# ---- ex_mem_stage ----
### Wire density map, ex_mem_stage

Scale bar: 50 um. 35 x 35 tiles, from dark blue (low) to red (high), scaled to the fullest tile. Values are wire area over tile area, all layers added.
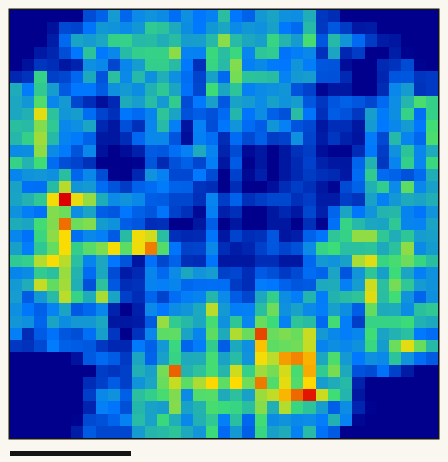

## src/rtl/ex_mem_stage_pkg.sv

```systemverilog
// Shared definitions for the EX/MEM stage: width defaults, memory FSM states and
// the packed instruction-control bundle carried through the M register.
package ex_mem_stage_pkg;

  localparam int DEF_DATA_W = 32;
  localparam int DEF_ADDR_W = 32;
  localparam int DEF_REG_W  = 4;

  typedef enum logic [0:0] {
    MEM_IDLE = 1'b0,
    MEM_WAIT = 1'b1
  } mem_state_t;

  typedef struct packed {
    logic is_branch;
    logic is_jal;
    logic is_load;
    logic is_store;
    logic reg_wr_en;
  } ctrl_t;

  function automatic logic is_mem_op(input ctrl_t c);
    return c.is_load | c.is_store;
  endfunction

endpackage

```

## src/rtl/ex_mem_stage_pipe_reg.sv

```systemverilog
// Generic pipeline register: load on enable, asynchronous active-low clear to zero.
module pipe_reg #(
  parameter int WIDTH = 8
) (
  input  logic             clk,
  input  logic             reset_n,
  input  logic             en,
  input  logic [WIDTH-1:0] d,
  output logic [WIDTH-1:0] q
);

  always_ff @(posedge clk or negedge reset_n) begin
    if (!reset_n)
      q <= '0;
    else if (en)
      q <= d;
  end

endmodule

```

## src/rtl/ex_mem_stage.sv

```systemverilog
// EX/MEM pipeline stage: latches the ALU result, resolves branch/JAL redirects,
// runs the data-memory handshake and drives forwarding and writeback.
//
//   state    | meaning
//   MEM_IDLE | no outstanding memory request, or one acked in its first cycle
//   MEM_WAIT | load/store request issued, waiting for mem_ack
module ex_mem_stage
  import ex_mem_stage_pkg::*;
#(
  parameter int DATA_BIT_WIDTH = DEF_DATA_W,
  parameter int ADDR_BIT_WIDTH = DEF_ADDR_W,
  parameter int REG_IDX_WIDTH  = DEF_REG_W
) (
  input  logic                      clk,
  input  logic                      reset_n,
  input  logic                      ex_valid,
  input  logic [DATA_BIT_WIDTH-1:0] ex_aluOut,
  input  logic                      ex_cmpOut,
  input  logic                      ex_isBranch,
  input  logic                      ex_isJal,
  input  logic                      ex_isLoad,
  input  logic                      ex_isStore,
  input  logic                      ex_regWrEn,
  input  logic [REG_IDX_WIDTH-1:0]  ex_destReg,
  input  logic [DATA_BIT_WIDTH-1:0] ex_storeData,
  input  logic [ADDR_BIT_WIDTH-1:0] ex_pcPlus4,
  input  logic [ADDR_BIT_WIDTH-1:0] ex_brTarget,
  output logic                      stall_o,
  output logic                      redirect_o,
  output logic [ADDR_BIT_WIDTH-1:0] redirect_pc,
  output logic                      mem_req,
  output logic                      mem_we,
  output logic [ADDR_BIT_WIDTH-1:0] mem_addr,
  output logic [DATA_BIT_WIDTH-1:0] mem_wdata,
  input  logic                      mem_ack,
  input  logic [DATA_BIT_WIDTH-1:0] mem_rdata,
  output logic                      fwd_valid,
  output logic [REG_IDX_WIDTH-1:0]  fwd_reg,
  output logic [DATA_BIT_WIDTH-1:0] fwd_data,
  output logic                      wb_valid,
  output logic                      wb_regWrEn,
  output logic [REG_IDX_WIDTH-1:0]  wb_destReg,
  output logic [DATA_BIT_WIDTH-1:0] wb_data
);

  localparam int DW = DATA_BIT_WIDTH;
  localparam int AW = ADDR_BIT_WIDTH;
  localparam int RW = REG_IDX_WIDTH;
  localparam int MW = 1 + $bits(ctrl_t) + RW + DW + DW + AW;
  localparam int WW = 2 + RW + DW;

  ctrl_t          ex_ctrl;
  logic [MW-1:0]  m_d, m_q;
  logic           m_valid;
  ctrl_t          m_ctrl;
  logic [RW-1:0]  m_dest;
  logic [DW-1:0]  m_alu, m_sdata;
  logic [AW-1:0]  m_pc4;
  logic           m_mem, m_done, taken;
  logic [DW-1:0]  m_result;
  logic [WW-1:0]  wb_d, wb_q;
  mem_state_t     mem_state;

  assign ex_ctrl = '{is_branch: ex_isBranch, is_jal: ex_isJal, is_load: ex_isLoad,
                     is_store: ex_isStore, reg_wr_en: ex_regWrEn};

  // The instruction sitting behind a redirect is squashed as it enters M.
  assign m_d = {ex_valid & ~redirect_o, ex_ctrl, ex_destReg, ex_aluOut, ex_storeData, ex_pcPlus4};

  pipe_reg #(.WIDTH(MW)) u_m_reg (
    .clk     (clk),
    .reset_n (reset_n),
    .en      (~stall_o),
    .d       (m_d),
    .q       (m_q)
  );

  assign {m_valid, m_ctrl, m_dest, m_alu, m_sdata, m_pc4} = m_q;

  assign m_mem     = m_valid & is_mem_op(m_ctrl);
  assign stall_o   = m_mem & ~mem_ack;
  assign mem_req   = m_mem;
  assign mem_we    = m_valid & m_ctrl.is_store;
  assign mem_addr  = AW'(m_alu);
  assign mem_wdata = m_sdata;

  assign fwd_valid = m_valid & m_ctrl.reg_wr_en & ~m_ctrl.is_load;
  assign fwd_reg   = m_dest;
  assign fwd_data  = m_ctrl.is_jal ? DW'(m_pc4) : m_alu;

  always_comb begin
    m_result = m_alu;
    if (m_ctrl.is_load)
      m_result = mem_rdata;
    else if (m_ctrl.is_jal)
      m_result = DW'(m_pc4);
  end

  assign m_done = m_valid & (~is_mem_op(m_ctrl) | mem_ack);

  // On a bubble only the strobes clear; index and data keep their last values.
  assign wb_d = m_done ? {1'b1, m_ctrl.reg_wr_en & ~m_ctrl.is_branch & ~m_ctrl.is_store,
                          m_dest, m_result}
                       : {2'b00, wb_destReg, wb_data};

  pipe_reg #(.WIDTH(WW)) u_wb_reg (
    .clk     (clk),
    .reset_n (reset_n),
    .en      (1'b1),
    .d       (wb_d),
    .q       (wb_q)
  );

  assign {wb_valid, wb_regWrEn, wb_destReg, wb_data} = wb_q;

  // Stall gating keeps a branch waiting behind a busy load from redirecting early.
  assign taken = ex_valid & ~redirect_o & ~stall_o & ((ex_isBranch & ex_cmpOut) | ex_isJal);

  always_ff @(posedge clk or negedge reset_n) begin
    if (!reset_n) begin
      redirect_o  <= 1'b0;
      redirect_pc <= '0;
    end else begin
      redirect_o <= taken;
      if (taken)
        redirect_pc <= ex_brTarget;
    end
  end

  always_ff @(posedge clk or negedge reset_n) begin
    if (!reset_n) begin
      mem_state <= MEM_IDLE;
    end else begin
      case (mem_state)
        MEM_IDLE: if (mem_req && !mem_ack) mem_state <= MEM_WAIT;
        MEM_WAIT: if (mem_ack) mem_state <= MEM_IDLE;
        default:  mem_state <= MEM_IDLE;
      endcase
    end
  end

endmodule

```

## config.mk

```make
export PLATFORM = sky130hd
export DESIGN_NAME = ex_mem_stage
export DESIGN_NICKNAME = d
export VERILOG_FILES = /design/src/rtl/ex_mem_stage_pkg.sv /design/src/rtl/ex_mem_stage_pipe_reg.sv /design/src/rtl/ex_mem_stage.sv
export SDC_FILE = /design/constraint.sdc
export NUM_CORES = 1
export LEC_CHECK = 0
export ABC_AREA = 1
export ABC_CLOCK_PERIOD_IN_PS = 1550
export CAP_MARGIN = 0
export CORE_MARGIN = 5
export CORE_UTILIZATION = 30
export DETAILED_ROUTE_END_ITERATION = 10
export PLACE_DENSITY = 0.62
export SLEW_MARGIN = 0
export SYNTH_ARGS = -nofsm -noshare
export SYNTH_HDL_FRONTEND = slang
export SYNTH_SLANG_ARGS = --single-unit
```

## constraint.sdc

```tcl
create_clock -name clk -period 1.55 [get_ports clk]
set_clock_uncertainty 0.15 [all_clocks]
set_input_delay 0.2325 -clock clk [delete_from_list [all_inputs] [get_ports clk]]
set_output_delay 0.2325 -clock clk [all_outputs]
set_load 0.01 [all_outputs]
```

# ---- vga_sync_gen ----
File: src/rtl/vga_sync_gen_pkg.sv
// Default 640x480@60 timing for the VGA raster generator, plus the sync-polarity helper.
package vga_sync_gen_pkg;

  localparam int unsigned VGA_H_ACTIVE = 640;
  localparam int unsigned VGA_H_FP     = 16;
  localparam int unsigned VGA_H_SYNC   = 96;
  localparam int unsigned VGA_H_BP     = 48;
  localparam int unsigned VGA_V_ACTIVE = 480;
  localparam int unsigned VGA_V_FP     = 10;
  localparam int unsigned VGA_V_SYNC   = 2;
  localparam int unsigned VGA_V_BP     = 33;
  localparam int unsigned VGA_CNT_W    = 10;
  localparam int unsigned VGA_CLK_DIV  = 4;

  localparam int unsigned VGA_H_TOTAL    = VGA_H_ACTIVE + VGA_H_FP + VGA_H_SYNC + VGA_H_BP;
  localparam int unsigned VGA_V_TOTAL    = VGA_V_ACTIVE + VGA_V_FP + VGA_V_SYNC + VGA_V_BP;
  localparam int unsigned VGA_HS_START   = VGA_H_ACTIVE + VGA_H_FP;
  localparam int unsigned VGA_HS_END     = VGA_HS_START + VGA_H_SYNC;
  localparam int unsigned VGA_VS_START   = VGA_V_ACTIVE + VGA_V_FP;
  localparam int unsigned VGA_VS_END     = VGA_VS_START + VGA_V_SYNC;

  // Maps a logical "pulse asserted" onto the pin level for the chosen polarity.
  function automatic logic sync_level(input logic asserted, input logic pol);
    return asserted ? pol : ~pol;
  endfunction

endpackage

File: src/rtl/vga_sync_gen_axis_counter.sv
// vga_axis_counter: one raster axis counting 0..MAX while en is high; parks at MAX in reset
// so the first enabled step lands on 0.
module vga_axis_counter
  import vga_sync_gen_pkg::*;
#(
  parameter int unsigned CNT_W = VGA_CNT_W,
  parameter int unsigned MAX   = VGA_H_TOTAL - 1
) (
  input  logic             clk,
  input  logic             rst_n,
  input  logic             en,
  output logic [CNT_W-1:0] cnt_nxt,
  output logic             wrap
);

  localparam logic [CNT_W-1:0] MAX_C = CNT_W'(MAX);

  logic [CNT_W-1:0] cnt_q;
  logic [CNT_W-1:0] cnt_d;

  always_comb begin
    wrap  = en && (cnt_q == MAX_C);
    cnt_d = cnt_q;
    if (wrap) begin
      cnt_d = '0;
    end else if (en) begin
      cnt_d = cnt_q + 1'b1;
    end
  end

  // The next value is exported so the top can register its decode in the same edge.
  assign cnt_nxt = cnt_d;

  always_ff @(posedge clk or negedge rst_n) begin
    if (!rst_n) begin
      cnt_q <= MAX_C;
    end else begin
      cnt_q <= cnt_d;
    end
  end

endmodule

File: src/rtl/vga_sync_gen.sv
// vga_sync_gen: VGA raster timing (hsync/vsync, active, x/y, line/frame strobes).
// Optional VGA_CLK_DIV_EN: clk runs CLK_DIV times the pixel rate and an internal prescaler gates the raster.
module vga_sync_gen
  import vga_sync_gen_pkg::*;
#(
  parameter int unsigned H_ACTIVE = VGA_H_ACTIVE,
  parameter int unsigned H_FP     = VGA_H_FP,
  parameter int unsigned H_SYNC   = VGA_H_SYNC,
  parameter int unsigned H_BP     = VGA_H_BP,
  parameter int unsigned V_ACTIVE = VGA_V_ACTIVE,
  parameter int unsigned V_FP     = VGA_V_FP,
  parameter int unsigned V_SYNC   = VGA_V_SYNC,
  parameter int unsigned V_BP     = VGA_V_BP,
  parameter bit          SYNC_POL = 1'b0,
  parameter int unsigned CNT_W    = VGA_CNT_W,
  parameter int unsigned CLK_DIV  = VGA_CLK_DIV
) (
  input  logic             clk,
  input  logic             rst_n,
  output logic             hsync,
  output logic             vsync,
  output logic             active,
  output logic [CNT_W-1:0] x,
  output logic [CNT_W-1:0] y,
  output logic             line_start,
  output logic             frame_start,
  output logic             pixel_tick
);

  localparam int unsigned H_TOTAL = H_ACTIVE + H_FP + H_SYNC + H_BP;
  localparam int unsigned V_TOTAL = V_ACTIVE + V_FP + V_SYNC + V_BP;

  localparam logic [CNT_W-1:0] H_ACT_C    = CNT_W'(H_ACTIVE);
  localparam logic [CNT_W-1:0] V_ACT_C    = CNT_W'(V_ACTIVE);
  localparam logic [CNT_W-1:0] HS_START_C = CNT_W'(H_ACTIVE + H_FP);
  localparam logic [CNT_W-1:0] HS_END_C   = CNT_W'(H_ACTIVE + H_FP + H_SYNC);
  localparam logic [CNT_W-1:0] VS_START_C = CNT_W'(V_ACTIVE + V_FP);
  localparam logic [CNT_W-1:0] VS_END_C   = CNT_W'(V_ACTIVE + V_FP + V_SYNC);

  if ((CNT_W < $clog2(H_TOTAL)) || (CNT_W < $clog2(V_TOTAL)) || (CLK_DIV < 1)) begin : g_bad_cfg
    $error("vga_sync_gen: CNT_W too narrow for the raster, or CLK_DIV below 1");
  end

  logic tick;

`ifdef VGA_CLK_DIV_EN
  localparam int unsigned      PRE_W   = (CLK_DIV > 1) ? $clog2(CLK_DIV) : 1;
  localparam logic [PRE_W-1:0] PRE_MAX = PRE_W'(CLK_DIV - 1);

  logic [PRE_W-1:0] pre_q;
  logic [PRE_W-1:0] pre_d;

  // Tick on the prescaler wrap, so the first raster step is CLK_DIV clks after release.
  always_comb begin
    tick  = (pre_q == PRE_MAX);
    pre_d = tick ? '0 : pre_q + 1'b1;
  end

  always_ff @(posedge clk or negedge rst_n) begin
    if (!rst_n) begin
      pre_q <= '0;
    end else begin
      pre_q <= pre_d;
    end
  end
`else
  assign tick = 1'b1;
`endif

  logic [CNT_W-1:0] h_nxt;
  logic [CNT_W-1:0] v_nxt;
  logic             h_wrap;
  logic             v_wrap;

  vga_axis_counter #(.CNT_W(CNT_W), .MAX(H_TOTAL - 1)) u_h_cnt (
    .clk     (clk),
    .rst_n   (rst_n),
    .en      (tick),
    .cnt_nxt (h_nxt),
    .wrap    (h_wrap)
  );

  vga_axis_counter #(.CNT_W(CNT_W), .MAX(V_TOTAL - 1)) u_v_cnt (
    .clk     (clk),
    .rst_n   (rst_n),
    .en      (h_wrap),
    .cnt_nxt (v_nxt),
    .wrap    (v_wrap)
  );

  logic             hsync_q, hsync_d;
  logic             vsync_q, vsync_d;
  logic             active_q, active_d;
  logic [CNT_W-1:0] x_q, x_d;
  logic [CNT_W-1:0] y_q, y_d;
  logic             line_start_q, line_start_d;
  logic             frame_start_q, frame_start_d;
  logic             pixel_tick_q, pixel_tick_d;

  // Decode the post-tick counter values so every output flop lands on the same edge.
  always_comb begin
    x_d           = h_nxt;
    y_d           = v_nxt;
    active_d      = (h_nxt < H_ACT_C) && (v_nxt < V_ACT_C);
    hsync_d       = sync_level((h_nxt >= HS_START_C) && (h_nxt < HS_END_C), SYNC_POL);
    vsync_d       = sync_level((v_nxt >= VS_START_C) && (v_nxt < VS_END_C), SYNC_POL);
    line_start_d  = h_wrap;
    frame_start_d = v_wrap;
    pixel_tick_d  = tick;
  end

  always_ff @(posedge clk or negedge rst_n) begin
    if (!rst_n) begin
      hsync_q       <= sync_level(1'b0, SYNC_POL);
      vsync_q       <= sync_level(1'b0, SYNC_POL);
      active_q      <= 1'b0;
      x_q           <= '0;
      y_q           <= '0;
      line_start_q  <= 1'b0;
      frame_start_q <= 1'b0;
      pixel_tick_q  <= 1'b0;
    end else begin
      hsync_q       <= hsync_d;
      vsync_q       <= vsync_d;
      active_q      <= active_d;
      x_q           <= x_d;
      y_q           <= y_d;
      line_start_q  <= line_start_d;
      frame_start_q <= frame_start_d;
      pixel_tick_q  <= pixel_tick_d;
    end
  end

  assign hsync       = hsync_q;
  assign vsync       = vsync_q;
  assign active      = active_q;
  assign x           = x_q;
  assign y           = y_q;
  assign line_start  = line_start_q;
  assign frame_start = frame_start_q;
  assign pixel_tick  = pixel_tick_q;

endmodule

File: config.mk
export PLATFORM = sky130hd
export DESIGN_NAME = vga_sync_gen
export DESIGN_NICKNAME = d
export VERILOG_FILES = /design/src/rtl/vga_sync_gen_pkg.sv /design/src/rtl/vga_sync_gen_axis_counter.sv /design/src/rtl/vga_sync_gen.sv
export SDC_FILE = /design/constraint.sdc
export NUM_CORES = 1
export LEC_CHECK = 0
export ABC_AREA = 1
export CORE_UTILIZATION = 55
export CTS_CLUSTER_SIZE = 20
export DETAILED_ROUTE_END_ITERATION = 16
export GPL_TIMING_DRIVEN = 0
export HOLD_SLACK_MARGIN = 0.05
export PLACE_DENSITY = 0.86
export SETUP_SLACK_MARGIN = 0.1
export SYNTH_ARGS = -nofsm -noshare
export SYNTH_HDL_FRONTEND = slang
export SYNTH_HIERARCHICAL = 1
export SYNTH_SLANG_ARGS = --single-unit
File: constraint.sdc
create_clock -name clk -period 6.3 [get_ports clk]
set_input_delay 0.945 -clock clk [delete_from_list [all_inputs] [get_ports clk]]
set_output_delay 0.945 -clock clk [all_outputs]
set_load 0.03 [all_outputs]
# ---- keypad_matrix_scanner ----
### config.mk
export PLATFORM = sky130hd
export DESIGN_NAME = keypad_matrix_scanner
export DESIGN_NICKNAME = d
export VERILOG_FILES = /design/src/rtl/keypad_pkg.sv /design/src/rtl/keypad_matrix_scanner_fifo.sv /design/src/rtl/keypad_matrix_scanner.sv
export SDC_FILE = /design/constraint.sdc
export NUM_CORES = 1
export LEC_CHECK = 0
export CORE_MARGIN = 2
export CORE_UTILIZATION = 25
export DETAILED_ROUTE_END_ITERATION = 7
export SKIP_LAST_GASP = 1
export SLEW_MARGIN = 0
export SYNTH_ARGS = -nofsm -noshare
export SYNTH_HDL_FRONTEND = slang
export SYNTH_SLANG_ARGS = --single-unit
export TNS_END_PERCENT = 100
### constraint.sdc
create_clock -name clk -period 5.25 [get_ports clk]
set_clock_uncertainty 0.1 [all_clocks]
set_input_delay 1.575 -clock clk [delete_from_list [all_inputs] [get_ports clk]]
set_output_delay 1.575 -clock clk [all_outputs]
set_load 0.005 [all_outputs]
### src/rtl/keypad_pkg.sv
// Shared helpers and event encoding for the keypad matrix scanner.
package keypad_pkg;

  localparam logic EVT_PRESS   = 1'b1;
  localparam logic EVT_RELEASE = 1'b0;

  function automatic int clog2(input int n);
    int r;
    r = 0;
    for (int i = 0; i < 32; i++) begin
      if ((64'd1 << r) < 64'(n)) r = r + 1;
    end
    return r;
  endfunction

  // Key index width, never narrower than one bit.
  function automatic int code_width(input int rows, input int cols);
    int w;
    w = clog2(rows * cols);
    return (w < 1) ? 1 : w;
  endfunction

endpackage

### src/rtl/keypad_matrix_scanner_fifo.sv
// First-word-fall-through event FIFO; a push into a full FIFO is taken only alongside a pop.
module key_evt_fifo
  import keypad_pkg::*;
#(
  parameter int W     = 5,
  parameter int DEPTH = 8
) (
  input  logic         clk,
  input  logic         rst,
  input  logic         push,
  input  logic [W-1:0] din,
  input  logic         pop,
  output logic [W-1:0] dout,
  output logic         full,
  output logic         empty
);

  localparam int AW = (clog2(DEPTH) < 1) ? 1 : clog2(DEPTH);

  logic [W-1:0] mem [DEPTH];
  logic [AW:0]  wr_ptr;
  logic [AW:0]  rd_ptr;
  logic         pop_en;
  logic         wr_en;

  assign empty  = (wr_ptr == rd_ptr);
  assign full   = (wr_ptr[AW] != rd_ptr[AW]) && (wr_ptr[AW-1:0] == rd_ptr[AW-1:0]);
  assign pop_en = pop && !empty;
  assign wr_en  = push && (!full || pop_en);
  assign dout   = empty ? '0 : mem[rd_ptr[AW-1:0]];

  always_ff @(posedge clk or posedge rst) begin
    if (rst) begin
      wr_ptr <= '0;
      rd_ptr <= '0;
    end else begin
      if (wr_en)  wr_ptr <= wr_ptr + 1'b1;
      if (pop_en) rd_ptr <= rd_ptr + 1'b1;
    end
  end

  always_ff @(posedge clk) begin
    if (wr_en) mem[wr_ptr[AW-1:0]] <= din;
  end

endmodule

### src/rtl/keypad_matrix_scanner.sv
// Row-scanning keypad controller: per-key debounce, press/release events queued
// behind a valid/ready port with a sticky overflow flag.
module keypad_matrix_scanner
  import keypad_pkg::*;
#(
  parameter  int ROWS       = 4,
  parameter  int COLS       = 4,
  parameter  int SCAN_DIV   = 1000,
  parameter  int DEB_SCANS  = 4,
  parameter  int FIFO_DEPTH = 8,
  localparam int CW         = code_width(ROWS, COLS)
) (
  input  logic                 clk,
  input  logic                 rst,
  input  logic [COLS-1:0]      line_in,
  output logic [ROWS-1:0]      line_out,
  output logic [ROWS*COLS-1:0] key_state,
  output logic                 evt_valid,
  input  logic                 evt_ready,
  output logic [CW-1:0]        evt_code,
  output logic                 evt_press,
  output logic                 evt_overflow,
  input  logic                 ovf_clr
);

  localparam int NK   = ROWS * COLS;
  localparam int DIVW = (clog2(SCAN_DIV) < 1) ? 1 : clog2(SCAN_DIV);
  localparam int RW   = (clog2(ROWS) < 1) ? 1 : clog2(ROWS);
  localparam int DBW  = (clog2(DEB_SCANS + 1) < 1) ? 1 : clog2(DEB_SCANS + 1);

  logic [COLS-1:0] sync_q1;
  logic [COLS-1:0] sync_q2;
  logic [DIVW-1:0] dwell;
  logic [RW-1:0]   row_idx;
  logic [RW-1:0]   next_row;
  logic            sample;
  logic [DBW-1:0]  deb_cnt [NK];
  logic [NK-1:0]   pending;
  logic            pick_vld;
  logic [CW-1:0]   pick_idx;
  logic [NK-1:0]   pick_mask;
  logic            fifo_full;
  logic            fifo_empty;
  logic            pop;
  logic            drop;
  logic [CW:0]     fifo_dout;

  assign sample   = (dwell == DIVW'(SCAN_DIV - 1));
  assign next_row = (row_idx == RW'(ROWS - 1)) ? '0 : row_idx + 1'b1;

  always_ff @(posedge clk or posedge rst) begin
    if (rst) begin
      sync_q1  <= '1;
      sync_q2  <= '1;
      dwell    <= '0;
      row_idx  <= '0;
      line_out <= ~(ROWS'(1));
    end else begin
      sync_q1 <= line_in;
      sync_q2 <= sync_q1;
      if (sample) begin
        dwell    <= '0;
        row_idx  <= next_row;
        line_out <= ~(ROWS'(1) << next_row);
      end else begin
        dwell <= dwell + 1'b1;
      end
    end
  end

  // A bit set by a debounce change overrides the drain of the same bit.
  always_ff @(posedge clk or posedge rst) begin
    if (rst) begin
      key_state <= '0;
      pending   <= '0;
      for (int k = 0; k < NK; k++) deb_cnt[k] <= '0;
    end else begin
      pending <= pending & ~pick_mask;
      for (int r = 0; r < ROWS; r++) begin
        for (int c = 0; c < COLS; c++) begin
          if (sample && (row_idx == RW'(r))) begin
            if (~sync_q2[c] == key_state[r*COLS+c]) begin
              deb_cnt[r*COLS+c] <= '0;
            end else if ((deb_cnt[r*COLS+c] + 1'b1) == DBW'(DEB_SCANS)) begin
              key_state[r*COLS+c] <= ~sync_q2[c];
              deb_cnt[r*COLS+c]   <= '0;
              pending[r*COLS+c]   <= 1'b1;
            end else begin
              deb_cnt[r*COLS+c] <= deb_cnt[r*COLS+c] + 1'b1;
            end
          end
        end
      end
    end
  end

  always_comb begin
    pick_vld = 1'b0;
    pick_idx = '0;
    for (int k = NK - 1; k >= 0; k--) begin
      if (pending[k]) begin
        pick_vld = 1'b1;
        pick_idx = CW'(k);
      end
    end
    pick_mask = pick_vld ? (NK'(1) << pick_idx) : '0;
  end

  assign pop  = evt_valid & evt_ready;
  assign drop = pick_vld & fifo_full & ~pop;

  key_evt_fifo #(
    .W     (CW + 1),
    .DEPTH (FIFO_DEPTH)
  ) u_fifo (
    .clk   (clk),
    .rst   (rst),
    .push  (pick_vld),
    .din   ({pick_idx, key_state[pick_idx]}),
    .pop   (pop),
    .dout  (fifo_dout),
    .full  (fifo_full),
    .empty (fifo_empty)
  );

  assign evt_valid = ~fifo_empty;
  assign evt_code  = fifo_dout[CW:1];
  assign evt_press = fifo_dout[0];

  // A drop in the clearing cycle keeps the flag set.
  always_ff @(posedge clk or posedge rst) begin
    if (rst)          evt_overflow <= 1'b0;
    else if (drop)    evt_overflow <= 1'b1;
    else if (ovf_clr) evt_overflow <= 1'b0;
  end

endmodule
# ---- wb_port_arbiter ----
--- src/rtl/wb_arb_pkg.sv ---
// Shared types for the register-file write-port arbiter.
package wb_arb_pkg;
  localparam int unsigned WB_DATA_W = 64;
  localparam int unsigned WB_ADDR_W = 5;

  typedef enum logic {ARB_NORMAL, ARB_FORCE} arb_state_t;

  typedef struct packed {
    logic [WB_ADDR_W-1:0] rd;
    logic [WB_DATA_W-1:0] data;
  } wb_entry_t;
endpackage

--- src/rtl/wb_result_fifo.sv ---
// Circular buffer of queued long-latency results; exposes per-entry valid/rd
// so the top can build the pending-destination bitmap.
module wb_result_fifo #(
  parameter int unsigned DATA_WIDTH = 64,
  parameter int unsigned REG_ADDR_W = 5,
  parameter int unsigned DEPTH      = 4,
  localparam int unsigned PTR_W     = $clog2(DEPTH),
  localparam int unsigned CNT_W     = PTR_W + 1
) (
  input  logic                            i_clk,
  input  logic                            i_rst,
  input  logic                            i_push,
  input  logic [REG_ADDR_W-1:0]           i_push_rd,
  input  logic [DATA_WIDTH-1:0]           i_push_data,
  input  logic                            i_pop,
  output logic [REG_ADDR_W-1:0]           o_head_rd,
  output logic [DATA_WIDTH-1:0]           o_head_data,
  output logic                            o_full,
  output logic                            o_empty,
  output logic [CNT_W-1:0]                o_count,
  output logic [DEPTH-1:0]                o_ent_valid,
  output logic [DEPTH-1:0][REG_ADDR_W-1:0] o_ent_rd
);
  logic [DEPTH-1:0][REG_ADDR_W-1:0] rd_q;
  logic [DEPTH-1:0][DATA_WIDTH-1:0] data_q;
  logic [DEPTH-1:0]                 valid_q, valid_d;
  logic [PTR_W-1:0]                 wr_ptr_q, wr_ptr_d, rd_ptr_q, rd_ptr_d;
  logic [CNT_W-1:0]                 count_q, count_d;

  always_comb begin
    valid_d  = valid_q;
    wr_ptr_d = wr_ptr_q;
    rd_ptr_d = rd_ptr_q;
    if (i_pop) begin
      valid_d[rd_ptr_q] = 1'b0;
      rd_ptr_d          = rd_ptr_q + PTR_W'(1);
    end
    if (i_push) begin
      valid_d[wr_ptr_q] = 1'b1;
      wr_ptr_d          = wr_ptr_q + PTR_W'(1);
    end
    count_d = count_q + CNT_W'(i_push) - CNT_W'(i_pop);
  end

  always_ff @(posedge i_clk) begin
    if (i_rst) begin
      valid_q  <= '0;
      wr_ptr_q <= '0;
      rd_ptr_q <= '0;
      count_q  <= '0;
    end else begin
      valid_q  <= valid_d;
      wr_ptr_q <= wr_ptr_d;
      rd_ptr_q <= rd_ptr_d;
      count_q  <= count_d;
    end
  end

  // Payload needs no reset: valid_q gates every consumer.
  always_ff @(posedge i_clk) begin
    if (i_push) begin
      rd_q[wr_ptr_q]   <= i_push_rd;
      data_q[wr_ptr_q] <= i_push_data;
    end
  end

  assign o_head_rd   = rd_q[rd_ptr_q];
  assign o_head_data = data_q[rd_ptr_q];
  assign o_full      = (count_q == CNT_W'(DEPTH));
  assign o_empty     = (count_q == '0);
  assign o_count     = count_q;
  assign o_ent_valid = valid_q;
  assign o_ent_rd    = rd_q;
endmodule

--- src/rtl/wb_port_arbiter.sv ---
// Shares the register-file write port between the in-order WB result and
// queued long-latency results, forcing a slot when the queue head starves.
module wb_port_arbiter
  import wb_arb_pkg::*;
#(
  parameter int unsigned DATA_WIDTH   = WB_DATA_W,
  parameter int unsigned REG_ADDR_W   = WB_ADDR_W,
  parameter int unsigned DEPTH        = 4,
  parameter int unsigned STARVE_LIMIT = 8,
  localparam int unsigned CNT_W       = $clog2(DEPTH) + 1,
  localparam int unsigned AGE_W       = (STARVE_LIMIT > 1) ? $clog2(STARVE_LIMIT) : 1
) (
  input  logic                     i_clk,
  input  logic                     i_rst,
  input  logic [DATA_WIDTH-1:0]    i_wb_result,
  input  logic [REG_ADDR_W-1:0]    i_wb_rd_addr,
  input  logic                     i_wb_reg_we,
  input  logic                     i_llu_valid,
  input  logic [DATA_WIDTH-1:0]    i_llu_data,
  input  logic [REG_ADDR_W-1:0]    i_llu_rd_addr,
  output logic                     o_llu_ready,
  output logic                     o_rf_we,
  output logic [REG_ADDR_W-1:0]    o_rf_addr,
  output logic [DATA_WIDTH-1:0]    o_rf_data,
  output logic                     o_stall_wb,
  output logic [2**REG_ADDR_W-1:0] o_pending_rd,
  output logic [CNT_W-1:0]         o_fifo_count
);
  arb_state_t                       state_q, state_d;
  logic [AGE_W-1:0]                 age_q, age_d;
  logic                             wb_req, push, pop, full, empty;
  logic [REG_ADDR_W-1:0]            head_rd;
  logic [DATA_WIDTH-1:0]            head_data;
  logic [CNT_W-1:0]                 count;
  logic [DEPTH-1:0]                 ent_valid;
  logic [DEPTH-1:0][REG_ADDR_W-1:0] ent_rd;
  logic [2**REG_ADDR_W-1:0]         pending;

  assign wb_req      = i_wb_reg_we && (i_wb_rd_addr != '0);
  assign o_llu_ready = !full && !i_rst;
  // Writes to x0 are acknowledged but never stored.
  assign push        = i_llu_valid && o_llu_ready && (i_llu_rd_addr != '0);

  wb_result_fifo #(
    .DATA_WIDTH (DATA_WIDTH),
    .REG_ADDR_W (REG_ADDR_W),
    .DEPTH      (DEPTH)
  ) u_fifo (
    .i_clk       (i_clk),
    .i_rst       (i_rst),
    .i_push      (push),
    .i_push_rd   (i_llu_rd_addr),
    .i_push_data (i_llu_data),
    .i_pop       (pop),
    .o_head_rd   (head_rd),
    .o_head_data (head_data),
    .o_full      (full),
    .o_empty     (empty),
    .o_count     (count),
    .o_ent_valid (ent_valid),
    .o_ent_rd    (ent_rd)
  );

  always_comb begin
    state_d    = state_q;
    age_d      = age_q;
    pop        = 1'b0;
    o_rf_we    = 1'b0;
    o_rf_addr  = '0;
    o_rf_data  = '0;
    o_stall_wb = 1'b0;
    case (state_q)
      ARB_NORMAL: begin
        if (wb_req) begin
          o_rf_we   = 1'b1;
          o_rf_addr = i_wb_rd_addr;
          o_rf_data = i_wb_result;
          if (!empty) begin
            if (age_q == AGE_W'(STARVE_LIMIT - 1)) state_d = ARB_FORCE;
            else                                   age_d   = age_q + AGE_W'(1);
          end
        end else if (!empty) begin
          o_rf_we   = 1'b1;
          o_rf_addr = head_rd;
          o_rf_data = head_data;
          pop       = 1'b1;
          age_d     = '0;
        end
      end
      ARB_FORCE: begin
        o_stall_wb = 1'b1;
        state_d    = ARB_NORMAL;
        age_d      = '0;
        if (!empty) begin
          o_rf_we   = 1'b1;
          o_rf_addr = head_rd;
          o_rf_data = head_data;
          pop       = 1'b1;
        end
      end
      default: state_d = ARB_NORMAL;
    endcase
    if (i_rst) begin
      o_rf_we    = 1'b0;
      o_stall_wb = 1'b0;
      pop        = 1'b0;
    end
  end

  always_ff @(posedge i_clk) begin
    if (i_rst) begin
      state_q <= ARB_NORMAL;
      age_q   <= '0;
    end else begin
      state_q <= state_d;
      age_q   <= age_d;
    end
  end

  always_comb begin
    pending = '0;
    for (int unsigned i = 0; i < DEPTH; i++)
      if (ent_valid[i]) pending[ent_rd[i]] = 1'b1;
  end

  assign o_pending_rd = i_rst ? '0 : pending;
  assign o_fifo_count = i_rst ? '0 : count;
endmodule

--- config.mk ---
export PLATFORM = sky130hd
export DESIGN_NAME = wb_port_arbiter
export DESIGN_NICKNAME = d
export VERILOG_FILES = /design/src/rtl/wb_arb_pkg.sv /design/src/rtl/wb_result_fifo.sv /design/src/rtl/wb_port_arbiter.sv
export SDC_FILE = /design/constraint.sdc
export NUM_CORES = 1
export LEC_CHECK = 0
export CORE_MARGIN = 1
export CORE_UTILIZATION = 53
export CTS_BUF_LIST = sky130_fd_sc_hd__clkbuf_4 sky130_fd_sc_hd__clkbuf_8 sky130_fd_sc_hd__clkbuf_16
export DETAILED_ROUTE_END_ITERATION = 10
export GPL_TIMING_DRIVEN = 1
export HOLD_SLACK_MARGIN = 0.12
export PLACE_DENSITY = 0.81
export SLEW_MARGIN = 5
export SYNTH_ARGS = -nofsm -noshare
export SYNTH_HDL_FRONTEND = slang
export SYNTH_HIERARCHICAL = 1
export SYNTH_SLANG_ARGS = --single-unit
--- constraint.sdc ---
create_clock -name i_clk -period 4.3 [get_ports i_clk]
set_input_delay 0.43 -clock i_clk [delete_from_list [all_inputs] [get_ports i_clk]]
set_output_delay 0.43 -clock i_clk [all_outputs]
set_load 0.02 [all_outputs]
### Cell density map, ex_mem_stage

Scale bar: 50 um. 18 x 18 tiles, from dark blue (low) to red (high), 0 to 100% covered.
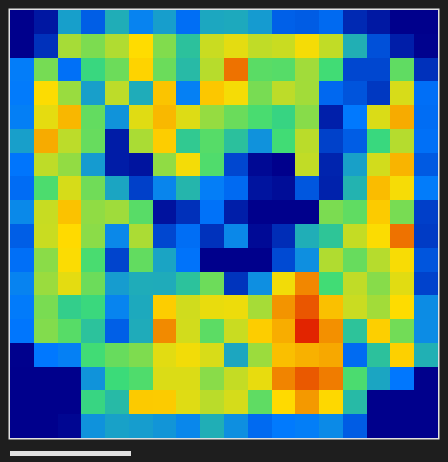
emptiest ninth of the die	center
nearly empty tiles	9.3%
tiles over 75% full	12%
total core area: 27600 um^2
final core utilization: 50.8%
floorplan-stage core utilization: 30.2%

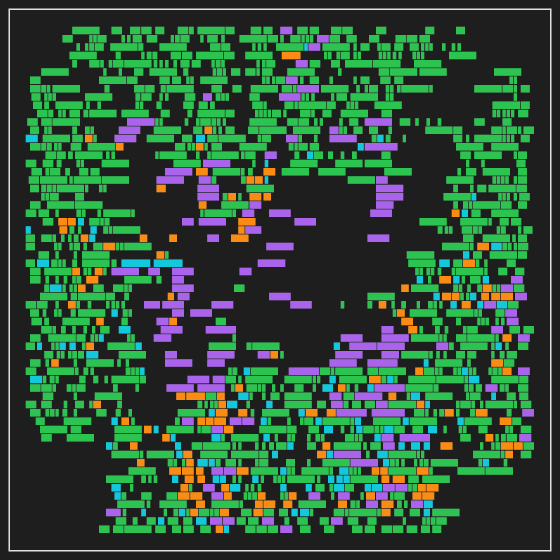
*Cell sizes after repair, ex_mem_stage*
color	size	cells	share
orange	drive 3 to 4	125	8.9%
green	drive 1 or less	1052	75%
purple	drive 6 and up	122	8.6%
cyan	drive 2	112	7.9%
Final Worst Setup Slack: -0.405 ns
total non-filler cell area in the finished layout: 14000 um^2
P&R area growth vs syn: 68.4%

## Picture notes: 'Wire density map' of ex_mem_stage
tiles over half the peak	11%
mean over tiles	0.16
fullest tile	0.59
nearly empty tiles	12%
densest ninth of the die	bottom center
detailed-route via count: 7780
drt wl/cell: 17.2 um
Total Wirelength: 30800 um
Tot GR Track Use: 18.5%

==> ci_impl_report.md, ex_mem_stage <==
### Metrics collected by this job

| Metric | Value |
|---|---|
| Final hold violations | 0 |
| Violated checks | negative setup slack |
| XOR/XNOR Area Share | 0% |
| Final Setup Violations | 56 |
| Routability Congestion | 0.853 |
| Run status | finished, violations left |
| CTS hold repair buffers | 1 |
| Internal Dissipation | 10.8 mW |
| Area-dominant class | buffers |
| Violation count after the first detailed-route iteration | 400 |
| Final tally of max-slew violations | 0 |
| Register bit count reported by yosys | 177 |
| Most used logic cell in the final layout | sky130_fd_sc_hd__nand2_1 |
| Num ports | 349 |
| Final Worst Setup Slack | -0.405 ns |
| Clock network power share | 28.9% |
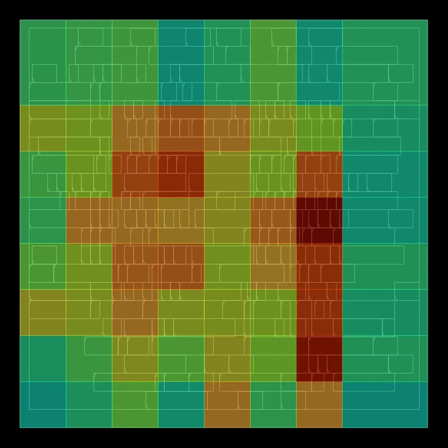
*Congestion heat map, vga_sync_gen*
met2 usage in global routing: 36.3%
global routing usage on met3: 5.88%
most used routing layer: met2

==> ci_impl_report.md, vga_sync_gen <==
### Metrics collected by this job

| Metric | Value |
|---|---|
| Critical Path Stages | 1 |
| Cell with the biggest individual delay on the critical path | sky130_fd_sc_hd__clkdlybuf4s50_1 |
| Non-clock buffer contribution to total cell area | 12.4% |
| Num Clock Sinks | 46 |
| Count of library flops with an enable pin | 0 |
| Placement Setup Slack | 3.85 ns |
| Run status | finished, final reports clean |
| Number of filler instances in the final layout | 244 |
| P&R area growth vs syn | 23.4% |
| FF/Latch Area | 1170 um^2 |
| R2R setup slack | 3.81 ns |
| Post-synthesis cell area | 1920 um^2 |
| FFs & Latches | 46 |
| Num ports | 28 |
| Endpoint kind of the worst setup timing path | output port |
| Routability Congestion | 0.840 |
| Grt met1 use | 22.3% |
| Reported net switching power | 0.260 mW |
| Critical path's top delay family | buffers and inverters |
| # Cells Yosys | 199 |
| Drt first pass iters | 4 |
| Max-capacitance violation count | 0 |
| Dominant register cell | sky130_fd_sc_hd__dfrtp_1 |
| Class of the tightest hold or removal check | input pin to asynchronous set/reset pin |
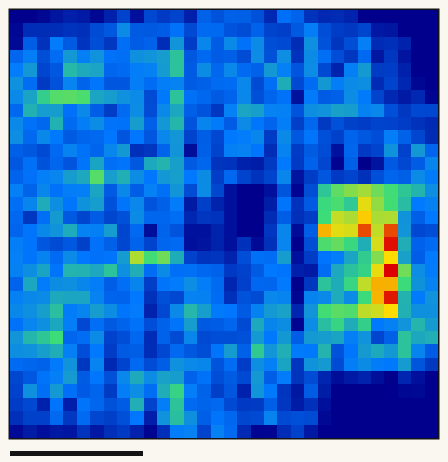
*Wire density map, wb_port_arbiter*
Scale bar: 50 um. 32 x 32 tiles, from dark blue (low) to red (high), scaled to the fullest tile. Values are wire area over tile area, all layers added.
densest ninth of the die	middle right
fullest tile	0.82
tiles over half the peak	4.6%
nearly empty tiles	7.5%
emptiest ninth of the die	upper right
Tot GR Track Use: 23.3%
detailed-route via count: 7979
Total Wirelength: 29400 um

==> ci_impl_report.md, wb_port_arbiter <==
### Metrics collected by this job

| Metric | Value |
|---|---|
| Run status | finished, final reports clean |
| Overall overflow remaining after global route | 0 |
| R2R setup slack | 1.49 ns |
| Num ports | 249 |
| AND-OR/OR-AND share of the synthesized area | 6.15% |
| Instance area at placement | 16100 um^2 |
| P&R area growth vs syn | 27.2% |
| Dominant register cell | sky130_fd_sc_hd__edfxtp_1 |
| Number of buffers created by CTS | 28 |
| Final Worst Setup Slack | 0.697 ns |
| XOR/XNOR Area Share | 0.310% |
| Uppermost signal routing layer after detailed routing | met5 |
| Unrepaired setup endpoints after global routing | false |
| Area of the chip | 25800 um^2 |
| Reported net switching power | 2.05 mW |
| Post-CTS setup buffer count | 0 |
| Number of warnings printed during yosys synthesis | 6 |
| Most used routing layer | met2 |
| Floorplan-stage core utilization | 54.4% |
| Fraction of final layout cells sized beyond drive strength 1 | 21.0% |
| Capturing point of the worst reg2reg path | u_fifo/data_q[114] |
| Simple Share, Synth | 7.31% |
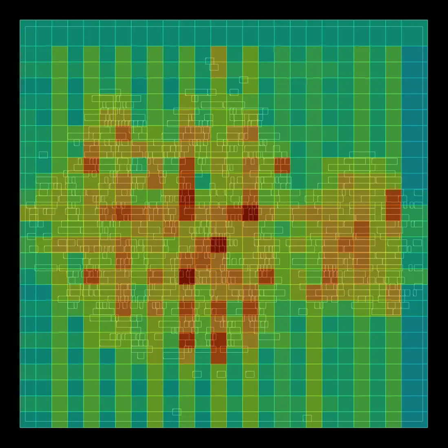
*Congestion heat map, keypad_matrix_scanner*
grt met1 use: 15.4%
final core utilization: 29.9%
met2 usage in global routing: 16.3%
Tot GR Track Use: 10.9%
drt wl/cell: 14.1 um

==> ci_impl_report.md, keypad_matrix_scanner <==
### Metrics collected by this job

| Metric | Value |
|---|---|
| Post-CTS setup buffer count | 0 |
| Mean instance size in the synthesized netlist | 11.0 um^2 |
| Placement Setup Slack | 1.44 ns |
| P&R area growth vs syn | 18.1% |
| Dominant combinational cell family by area after synthesis | simple AND/OR/NAND/NOR gates |
| Run status | finished, final reports clean |
| Logic Gate Count | 475 |
| Share of the yosys chip area belonging to registers | 54.1% |
| TritonCTS clock tree | yes |
| Largest register by flop count | deb_cnt |
| Num ports | 35 |
| Switching Fraction | 23.4% |
| Final tally of max-slew violations | 0 |
| Data required time of the worst path | 3.58 ns |
| Power group with the highest consumption | sequential cells |
| Non-clock buffer contribution to total cell area | 4.19% |
| Beginning of the worst register-to-register path | pending[0] |
| Number of antenna violations at the first check in global routing | 0 |
| Largest area contributor in the netlist | sky130_fd_sc_hd__dfrtp_1 |
| Max stage delay on crit path | 0.81 ns |


==> layout pictures side by side <==
Cell density map.
Plate I
Scale bar: 20 um. 6 x 6 tiles, from dark blue (low) to red (high), 0 to 100% covered.
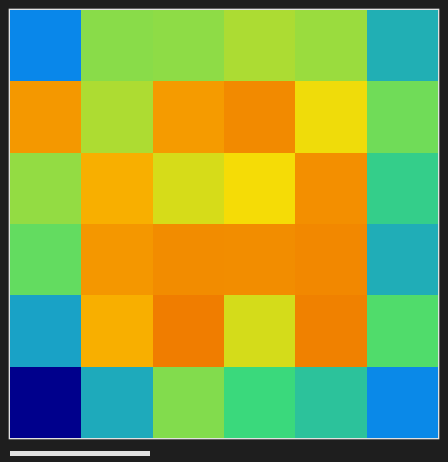
Plate II
Scale bar: 50 um. 18 x 18 tiles, from dark blue (low) to red (high), 0 to 100% covered.
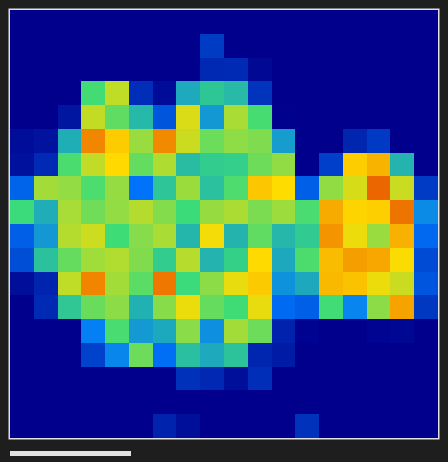
Plate III
Scale bar: 50 um. 16 x 16 tiles, from dark blue (low) to red (high), 0 to 100% covered.
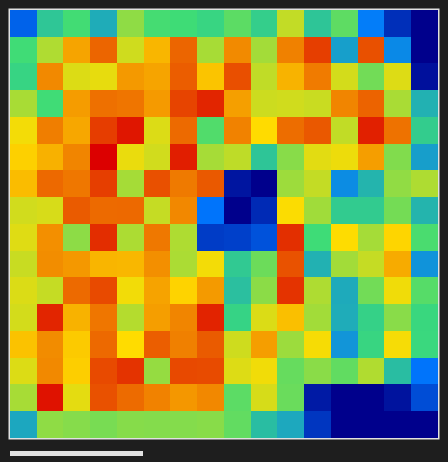
- Plate II = keypad_matrix_scanner
- Plate III = wb_port_arbiter
- Plate I = vga_sync_gen
The one with the smallest die is Plate I.
The one with the lowest utilization is Plate II.

Key to Plate I:
emptiest ninth of the die	lower left
fullest tile	86%
nearly empty tiles	2.8%
mean over tiles	62%


## Gallery

Placed cells, one color a class.
image #1
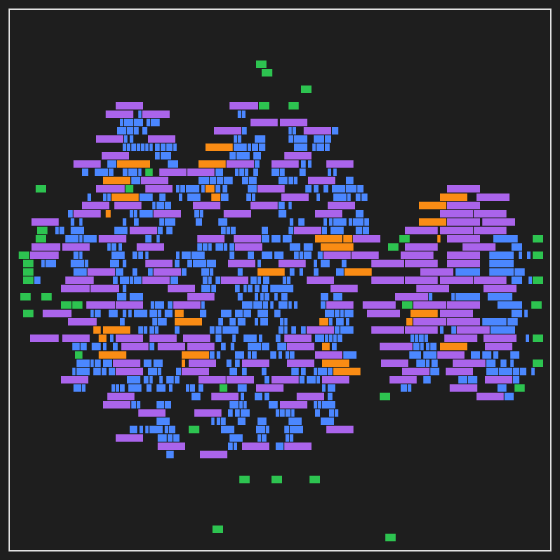
image #2
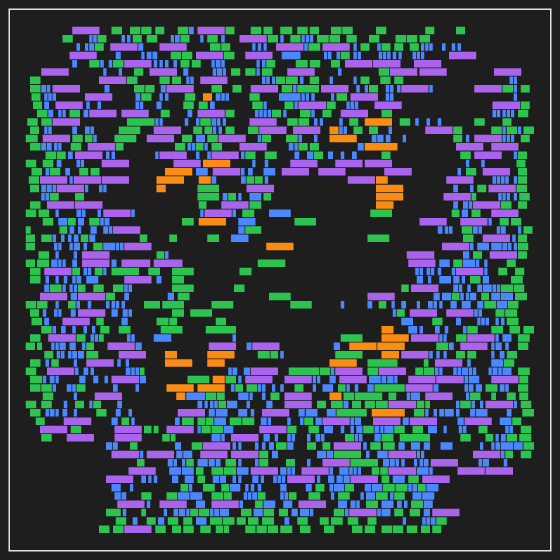
image #3
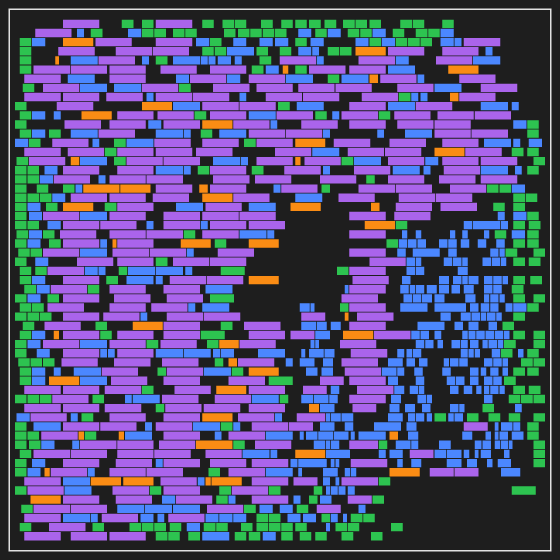
image #4
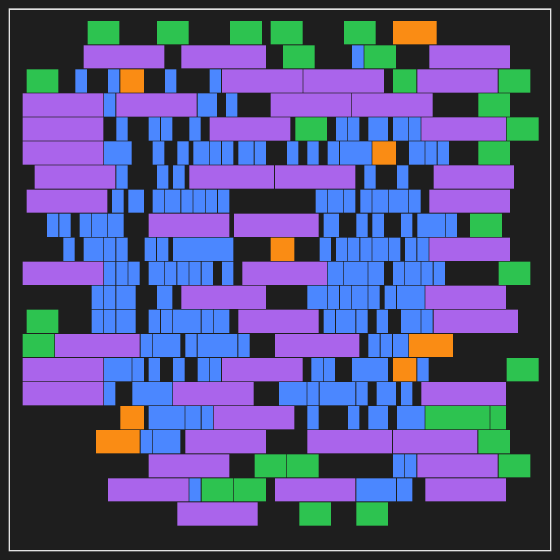
Of these, most sequential cells: image #3
Of these, fewest sequential cells: image #4
- vga_sync_gen = image #4
- ex_mem_stage = image #2
- wb_port_arbiter = image #3
- keypad_matrix_scanner = image #1

No activity file was given, so power comes from the tool's default toggle rates.
